# design 1

**Design 1: clock wires, drivers and flops**

Scale: 1.5 px per micron.
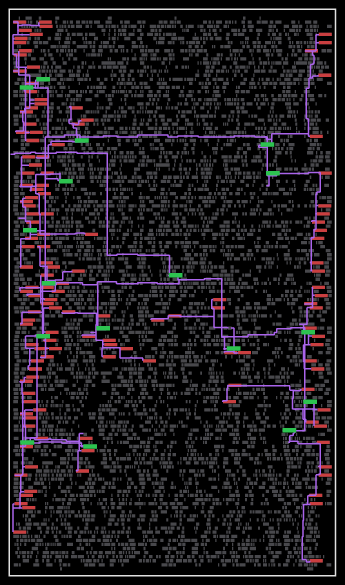

===== src/rtl/div_arbiter_pkg.sv =====
// Shared definitions for the two-requester divider arbiter.
//   state_e      : controller state encoding (idle / busy / done)
//   DataWidth    : operand and result width
//   Div0Quotient : quotient reported when the divisor is zero
package div_arbiter_pkg;

    localparam int unsigned DataWidth = 32;
    localparam logic [DataWidth-1:0] Div0Quotient = 32'hFFFF_FFFF;

    typedef enum logic [1:0] {
        StIdle = 2'd0,
        StBusy = 2'd1,
        StDone = 2'd2
    } state_e;

endpackage


===== src/rtl/div_arbiter_divide.sv =====
// Combinational unsigned divide unit shared by both requesters.
//   a_i         : dividend
//   b_i         : divisor
//   quotient_o  : a_i / b_i (0 when b_i is zero; callers override that case)
//   remainder_o : a_i % b_i (0 when b_i is zero)
module div_arbiter_divide
    import div_arbiter_pkg::*;
(
    input  logic [DataWidth-1:0] a_i,
    input  logic [DataWidth-1:0] b_i,
    output logic [DataWidth-1:0] quotient_o,
    output logic [DataWidth-1:0] remainder_o
);

    always_comb begin
        quotient_o  = '0;
        remainder_o = '0;
        if (b_i != '0) begin
            quotient_o  = a_i / b_i;
            remainder_o = a_i % b_i;
        end
    end

endmodule


===== src/rtl/div_arbiter.sv =====
// Round-robin arbiter in front of one shared combinational divider.
//   clock, clear             : rising-edge clock, async active-low reset
//   req0_*/req1_*            : valid/ready operand handshakes, A = dividend, B = divisor
//   rsp_valid/rsp_ready      : result handshake
//   rsp_id                   : requester owning the result
//   rsp_quotient/_remainder  : registered results; rsp_div0 flags a zero divisor
//   busy                     : high whenever a job is in flight or awaiting pickup
// The divider is given LATENCY cycles to settle before its outputs are sampled.
module div_arbiter
    import div_arbiter_pkg::*;
#(
    parameter int unsigned LATENCY = 2
) (
    input  logic                 clock,
    input  logic                 clear,
    input  logic                 req0_valid,
    output logic                 req0_ready,
    input  logic [DataWidth-1:0] req0_a,
    input  logic [DataWidth-1:0] req0_b,
    input  logic                 req1_valid,
    output logic                 req1_ready,
    input  logic [DataWidth-1:0] req1_a,
    input  logic [DataWidth-1:0] req1_b,
    output logic                 rsp_valid,
    input  logic                 rsp_ready,
    output logic                 rsp_id,
    output logic [DataWidth-1:0] rsp_quotient,
    output logic [DataWidth-1:0] rsp_remainder,
    output logic                 rsp_div0,
    output logic                 busy
);

    localparam logic [3:0] CountLoad = 4'(LATENCY - 1);

    state_e               state_q, state_d;
    logic [3:0]           count_q;
    logic [DataWidth-1:0] a_q, b_q;
    logic                 id_q;
    logic                 last_q;
    logic                 grant_valid;
    logic                 grant_id;
    logic                 accept;
    logic [DataWidth-1:0] div_quotient, div_remainder;

    // Both valid: the one not granted last wins. Otherwise the lone valid one wins.
    // last_q only moves on a real grant, so dropping valid never costs priority.
    always_comb begin
        grant_valid = req0_valid | req1_valid;
        grant_id    = (req0_valid & req1_valid) ? ~last_q : req1_valid;
        accept      = (state_q == StIdle) & grant_valid;
        req0_ready  = accept & ~grant_id;
        req1_ready  = accept & grant_id;
    end

    always_comb begin
        state_d = state_q;
        unique case (state_q)
            StIdle:  if (grant_valid) state_d = StBusy;
            StBusy:  if (count_q == 4'd0) state_d = StDone;
            StDone:  if (rsp_ready) state_d = StIdle;
            default: state_d = StIdle;
        endcase
    end

    always_ff @(posedge clock or negedge clear) begin
        if (!clear) begin
            state_q <= StIdle;
        end else begin
            state_q <= state_d;
        end
    end

    always_ff @(posedge clock or negedge clear) begin
        if (!clear) begin
            count_q       <= 4'd0;
            a_q           <= '0;
            b_q           <= '0;
            id_q          <= 1'b0;
            last_q        <= 1'b1;
            rsp_id        <= 1'b0;
            rsp_quotient  <= '0;
            rsp_remainder <= '0;
            rsp_div0      <= 1'b0;
        end else begin
            if (accept) begin
                a_q     <= grant_id ? req1_a : req0_a;
                b_q     <= grant_id ? req1_b : req0_b;
                id_q    <= grant_id;
                last_q  <= grant_id;
                count_q <= CountLoad;
            end
            if (state_q == StBusy) begin
                if (count_q == 4'd0) begin
                    rsp_id <= id_q;
                    if (b_q == '0) begin
                        rsp_quotient  <= Div0Quotient;
                        rsp_remainder <= a_q;
                        rsp_div0      <= 1'b1;
                    end else begin
                        rsp_quotient  <= div_quotient;
                        rsp_remainder <= div_remainder;
                        rsp_div0      <= 1'b0;
                    end
                end else begin
                    count_q <= count_q - 4'd1;
                end
            end
        end
    end

    div_arbiter_divide u_divide (
        .a_i         (a_q),
        .b_i         (b_q),
        .quotient_o  (div_quotient),
        .remainder_o (div_remainder)
    );

    assign rsp_valid = (state_q == StDone);
    assign busy      = (state_q != StIdle);

endmodule

===== config.mk =====
export PLATFORM = sky130hd
export DESIGN_NAME = div_arbiter
export DESIGN_NICKNAME = d
export VERILOG_FILES = /design/src/rtl/div_arbiter_pkg.sv /design/src/rtl/div_arbiter_divide.sv /design/src/rtl/div_arbiter.sv
export SDC_FILE = /design/constraint.sdc
export NUM_CORES = 2
export LEC_CHECK = 0
export CAP_MARGIN = 20
export CORE_ASPECT_RATIO = 1.75
export CORE_MARGIN = 1.5
export CORE_UTILIZATION = 46
export DETAILED_ROUTE_END_ITERATION = 7
export SLEW_MARGIN = 30
export SYNTH_ARGS = -nofsm -noshare
export SYNTH_HDL_FRONTEND = slang
export SYNTH_SLANG_ARGS = --single-unit

===== constraint.sdc =====
create_clock -name clock -period 189.6 [get_ports clock]
set_input_delay 28.44 -clock clock [delete_from_list [all_inputs] [get_ports clock]]
set_output_delay 28.44 -clock clock [all_outputs]
set_load 0.01 [all_outputs]

# design 2

### src/rtl/seq_multiplier_if.sv
// rtl/seq_multiplier_if.sv - request/result bundle between the execute stage and the multiplier
interface seq_multiplier_if #(
    parameter int WIDTH = 64
);
    logic             start;
    logic [WIDTH-1:0] multiplicand;
    logic [WIDTH-1:0] multiplier;
    logic             busy;
    logic             done;
    logic [WIDTH-1:0] product_lo;
    logic [WIDTH-1:0] product_hi;

    modport master (
        output start, multiplicand, multiplier,
        input  busy, done, product_lo, product_hi
    );

    modport slave (
        input  start, multiplicand, multiplier,
        output busy, done, product_lo, product_hi
    );
endinterface

### src/rtl/seq_multiplier.sv
// rtl/seq_multiplier.sv - radix-2 shift-add unsigned multiplier, WIDTH-cycle latency
module seq_multiplier #(
    parameter int WIDTH = 64
) (
    input  logic               i_clk,
    input  logic               i_reset,
    seq_multiplier_if.slave    bus
);
    localparam int CNT_W = $clog2(WIDTH);

    typedef enum logic [1:0] {
        S_IDLE,
        S_RUN,
        S_DONE
    } state_t;

    state_t           r_state;
    state_t           w_next;
    logic [WIDTH-1:0] r_a;
    logic [WIDTH-1:0] r_hi;
    logic [WIDTH-1:0] r_lo;
    logic [WIDTH-1:0] r_prod_lo;
    logic [WIDTH-1:0] r_prod_hi;
    logic [CNT_W-1:0] r_cnt;

    logic [WIDTH:0]   w_sum;
    logic [WIDTH-1:0] w_hi_nx;
    logic [WIDTH-1:0] w_lo_nx;
    logic             w_last;
    logic             w_accept;

    // Carry out of the add becomes hi's MSB after the shift, so nothing is lost.
    always_comb begin
        w_sum    = {1'b0, r_hi} + (r_lo[0] ? {1'b0, r_a} : {(WIDTH+1){1'b0}});
        w_hi_nx  = w_sum[WIDTH:1];
        w_lo_nx  = {w_sum[0], r_lo[WIDTH-1:1]};
        w_last   = (r_cnt == CNT_W'(WIDTH - 1));
        w_accept = (r_state == S_IDLE) && bus.start;
    end

    always_ff @(posedge i_clk) begin
        if (i_reset) begin
            r_state <= S_IDLE;
        end else begin
            r_state <= w_next;
        end
    end

    always_comb begin
        w_next = r_state;
        case (r_state)
            S_IDLE:  if (bus.start) w_next = S_RUN;
            S_RUN:   if (w_last) w_next = S_DONE;
            S_DONE:  w_next = S_IDLE;
            default: w_next = S_IDLE;
        endcase
    end

    always_ff @(posedge i_clk) begin
        if (i_reset) begin
            r_a       <= '0;
            r_hi      <= '0;
            r_lo      <= '0;
            r_cnt     <= '0;
            r_prod_lo <= '0;
            r_prod_hi <= '0;
        end else if (w_accept) begin
            r_a   <= bus.multiplicand;
            r_hi  <= '0;
            r_lo  <= bus.multiplier;
            r_cnt <= '0;
        end else if (r_state == S_RUN) begin
            r_hi  <= w_hi_nx;
            r_lo  <= w_lo_nx;
            r_cnt <= r_cnt + CNT_W'(1);
            if (w_last) begin
                r_prod_hi <= w_hi_nx;
                r_prod_lo <= w_lo_nx;
            end
        end
    end

    assign bus.busy       = (r_state != S_IDLE);
    assign bus.done       = (r_state == S_DONE);
    assign bus.product_lo = r_prod_lo;
    assign bus.product_hi = r_prod_hi;
endmodule

### src/flat_wrapper.sv
// flat-port wrapper written by rule: the top's interface ports become plain ports
module seq_multiplier_flat 
#(
    parameter int WIDTH = 64
)
  (i_clk, i_reset, bus_start, bus_multiplicand, bus_multiplier, bus_busy, bus_done, bus_product_lo, bus_product_hi);
  seq_multiplier_if #(.WIDTH(WIDTH)) bus_i ();
  input  logic i_clk;
  input  logic i_reset;
  input wire logic [$bits(bus_i.start)-1:0] bus_start;
  input wire logic [$bits(bus_i.multiplicand)-1:0] bus_multiplicand;
  input wire logic [$bits(bus_i.multiplier)-1:0] bus_multiplier;
  output wire logic [$bits(bus_i.busy)-1:0] bus_busy;
  output wire logic [$bits(bus_i.done)-1:0] bus_done;
  output wire logic [$bits(bus_i.product_lo)-1:0] bus_product_lo;
  output wire logic [$bits(bus_i.product_hi)-1:0] bus_product_hi;
  assign bus_i.start = bus_start;
  assign bus_i.multiplicand = bus_multiplicand;
  assign bus_i.multiplier = bus_multiplier;
  assign bus_busy = bus_i.busy;
  assign bus_done = bus_i.done;
  assign bus_product_lo = bus_i.product_lo;
  assign bus_product_hi = bus_i.product_hi;
  seq_multiplier #(.WIDTH(WIDTH)) u_core (.i_clk(i_clk), .i_reset(i_reset), .bus(bus_i));
endmodule
### config.mk
export PLATFORM = sky130hd
export DESIGN_NAME = seq_multiplier_flat
export DESIGN_NICKNAME = d
export VERILOG_FILES = /design/src/rtl/seq_multiplier_if.sv /design/src/rtl/seq_multiplier.sv /design/src/flat_wrapper.sv
export SDC_FILE = /design/constraint.sdc
export NUM_CORES = 1
export LEC_CHECK = 0
export CAP_MARGIN = 10
export CORE_ASPECT_RATIO = 0.9
export CORE_MARGIN = 5
export CORE_UTILIZATION = 54
export DETAILED_ROUTE_END_ITERATION = 8
export GPL_TIMING_DRIVEN = 0
export PLACE_DENSITY = 0.8
export SLEW_MARGIN = 20
export SYNTH_ARGS = -nofsm -noshare
export SYNTH_HDL_FRONTEND = slang
export SYNTH_SLANG_ARGS = --single-unit
### constraint.sdc
create_clock -name i_clk -period 4.3 [get_ports i_clk]
set_input_delay 0.43 -clock i_clk [delete_from_list [all_inputs] [get_ports i_clk]]
set_output_delay 0.43 -clock i_clk [all_outputs]
set_load 0.01 [all_outputs]
**Design 2: M3 wires**

Scale: 2 px per micron. Cells faint in the background.
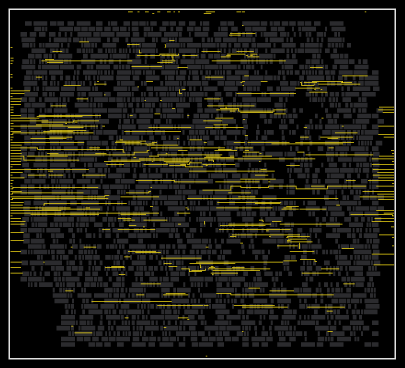
share of all routed wire: 7.6%
main direction: horizontal
wire length on this layer: 4020 microns

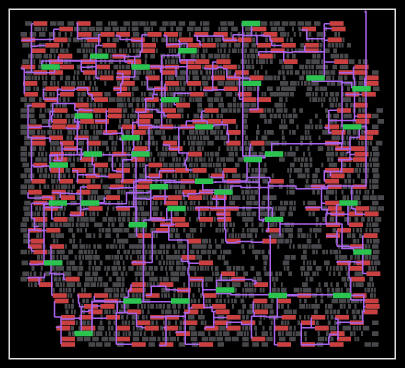
**Above:** design 2 (clock wires, drivers and flops).
Scale: 2 px per micron.
legend:
  green:
    item: clock drivers
    count: 35
  red:
    item: flip-flops
    count: 328
  purple:
    item: clock wires
    length: 3990 microns
flops lie: widely spread

==> notes.org, design 2 <==
* Flow results

** Layout
- Area of all placed cells without fillers :: 20400 sq um
- Diodes inserted :: 4
- The layout summary lists the proportion of cells stronger than drive strength 1 as 0.0456.
- The area taken by sequential standard cells is reported as 6570 sq um.
- The layout has between 2000 and 3000 filler cells.

** Worst setup path
- In this run the worst path has a maximum fanout of 10.
- Looking at the reg2reg group, the worst path ends at u_core.r_hi[57].
- The most numerous cell type found on the critical path is clkbuf_4.

** Drt
- Routed wire length :: 52700 microns
- Metal2 WL :: 23800 microns
- The DRC violation total left in the routed layout is recorded as 0.
- Antenna Nets Post-Route :: 0

** Clock tree
- Insertion delay of the later-clocked pin in the worst-skew pair :: about 530 ps

** Placement
- Routability cong. :: roughly 0.95
- Including well taps, the total number of placed cells is about 2800.

** Global routing
- Global routing usage on met1 :: 0.415
- Global routing met2 resource utilization :: 0.480

** Yosys
- Yosys Warn Count :: 0
- Top cell type by instance count after synthesis :: nand2_1

** Status
- The run finished with clean final reports.

** Timing
- The clock period could shrink to approximately 4100 ps.
- Hold Vio Cnt, Final :: 0

** Die
- The core region is between 20000 and 30000 sq um.
==> design 2: worst register-to-register path: stages, from the launching register on <==
cell,delay [ps]
dfxtp_1,330
clkbuf_4,240
clkbuf_4,240
and2_1,180
ha_1,220
fa_1,440
a211oi_2,280
o21a_2,220
o21bai_2,100
a21oi_2,220
and4bb_1,280
o21ai_2,230
o221a_4,260
o21ai_1,180
nor4b_1,190
a311o_1,340
==> design 2: worst max path at each step <==
| stage | from | to | cells past startpoint |
|---|---|---|---|
| finish | u_core.r_lo[0] | u_core.r_hi[57] | 15 |
| global placement | u_core.r_lo[0] | u_core.bus.product_hi[63] | 15 |
| global route | u_core.r_lo[0] | u_core.bus.product_hi[62] | 14 |
| CTS | u_core.r_lo[0] | u_core.r_hi[57] | 15 |
| detailed placement | u_core.r_lo[0] | u_core.bus.product_hi[63] | 15 |
| floorplan | u_core.r_lo[0] | u_core.r_hi[57] | 15 |
==> design 2: flip-flops by register name, summed over array words and instances, names as in the netlist <==
| signal | count |
|---|---|
| u_core.bus.product_hi | 64 |
| u_core.bus.product_lo | 64 |
| u_core.r_a | 64 |
| u_core.r_cnt | 6 |
| u_core.r_hi | 64 |
| u_core.r_lo | 64 |
| u_core.r_state | 2 |
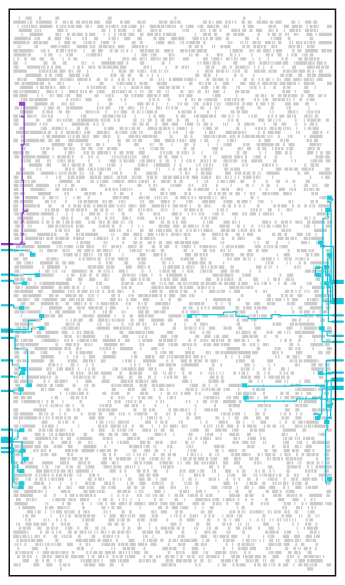
**Above:** design 1 (wires at chosen ports, followed through buffers).
Scale: 1.5 px per micron.
legend:
  cyan:
    port: req0_b
    bits: 32
    direction: input
    end_cells: 32
    wire: 1100 microns
  purple:
    port: req0_ready
    bits: 1
    direction: output
    end_cells: 1
    wire: 117 microns
number of top-level pins: 203
IO buf count: 202

## Picture notes: 'clock wires, drivers and flops' of design 1
legend:
  green:
    item: clock drivers
    count: 17
  purple:
    item: clock wires
    length: 2980 microns
  red:
    item: flip-flops
    count: 138
routed clock nets: 18
flops lie: widely spread
insertion delay of the later-clocked pin in the worst-skew pair: 540 ps
largest clock skew in the final design: 14.8 ps

==> notes.org, design 1 <==
* Flow results

** Yosys
- For this run, the number of Yosys warnings is 0.
- Top area cell types :: ha_1, dfrtp_1, a21oi_1
- The net count after synthesis is 5883.
- By count the netlist is led by nand2_1, ha_1, nor2_1.
- Among the non-sequential cells, AND-OR/OR-AND gates take the most area.

** Drt
- Nets still carrying antenna violations after routing amount to 0.
- After detailed routing, the number of vias per cell comes to between 6 and 7.
- In the post-route report, total wirelength is listed as roughly 190000 microns.
- Summed over all nets, wire length on met2 after detailed routing comes to a little under 90000 microns.
- Per the detail_route report, routed wire per instance is a little under 30 microns.

** Timing
- Share of the cycle needed by the critical path after routing :: 0.461
- Hold Vio Cnt, Final :: 0
- Hold is met by 471 ps.
- The final timing report counts setup violations totalling 0.

** Clock tree
- Maximum root-to-sink buffer count :: 2
- Cts repair resizes :: 0
- # hold bufs at CTS :: 0

** Worst setup path
- The largest individual stage delay along the critical path comes from the cell nor4_1.
- Most repeated library cell on the critical path :: ha_1
- Kind of capture point of the worst setup path :: flip-flop
- Slowest stage delay, CP :: 1030 ps
- The critical path endpoint has a required time of about 190000 ps.
- The report shows a maximum critical-path fanout of 47.

** Global routing
- Maximum number of pins on one net before global-route repair :: around 87
- Number of antenna violations at the first check in global routing :: 6
- GR Util All Layers :: 0.457

** Layout
- Top logic cells by instance count in the layout :: nand2_1, ha_1, nor2_1
- The net count of the finished layout is around 6000.
- After filler insertion, the fill cell instance count of the layout stands at between 8000 and 9000.

** Worst hold path
- Class of the worst hold path :: reg -> reg
- The launch point of the worst min-delay path is recorded as id_q.

** Die
- In the floorplan report the effective utilization is 0.466.

** Status
- Outcome :: complete, no violations
==> design 1: flip-flops by register name, indices dropped and copies added, names as in the netlist <==
signal	count
id_q	1
count_q	4
a_q	32
rsp_remainder	32
b_q	32
state_q	2
rsp_id	1
rsp_quotient	32
last_q	1
rsp_div0	1
==> design 1: layout make-up <==
cell class | instances | share of cell area
multi-input combinational | 4626 | 0.779
sequential | 138 | 0.0847
timing repair buffer | 290 | 0.0661
tap | 1035 | 0.0318
inverter | 254 | 0.0234
clock buffer | 20 | 0.0107
clock inverter | 12 | 0.00396
antenna | 6 | 0.000368
==> design 1: worst max-delay path, delay by kind of cell (launching register included) <==
| kind | cells | cell delay, ps |
|---|---|---|
| fa+ha+maj | 31 | 10430 |
| buf+inv | 18 | 4560 |
| mux | 5 | 2000 |
| flops | 1 | 530 |
| simple gates | 83 | 25040 |
| compound gates | 145 | 44390 |
==> design 1: per-stage QoR <==
stage               std cells   util  cell area [sq um]
finish                   6381  0.518              40800
global route             6377  0.517              40800
CTS                      6371  0.516              40700
floorplan                5219      -              36700
global placement         6339  0.508              40100
detailed placement       6339  0.509              40100


==> layout pictures side by side <==
Cell classes on the final placement.
(a)
Scale: 1 px per micron.
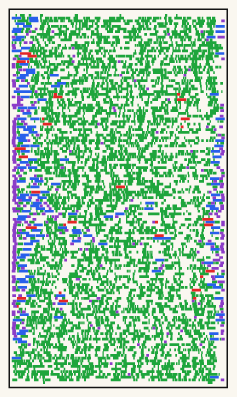
(b)
Scale: 1.5 px per micron.
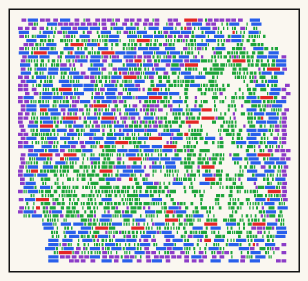
For design 2, see (b).
For design 1, see (a).
The one with the largest die is (a).
The one with the most cells is (a).

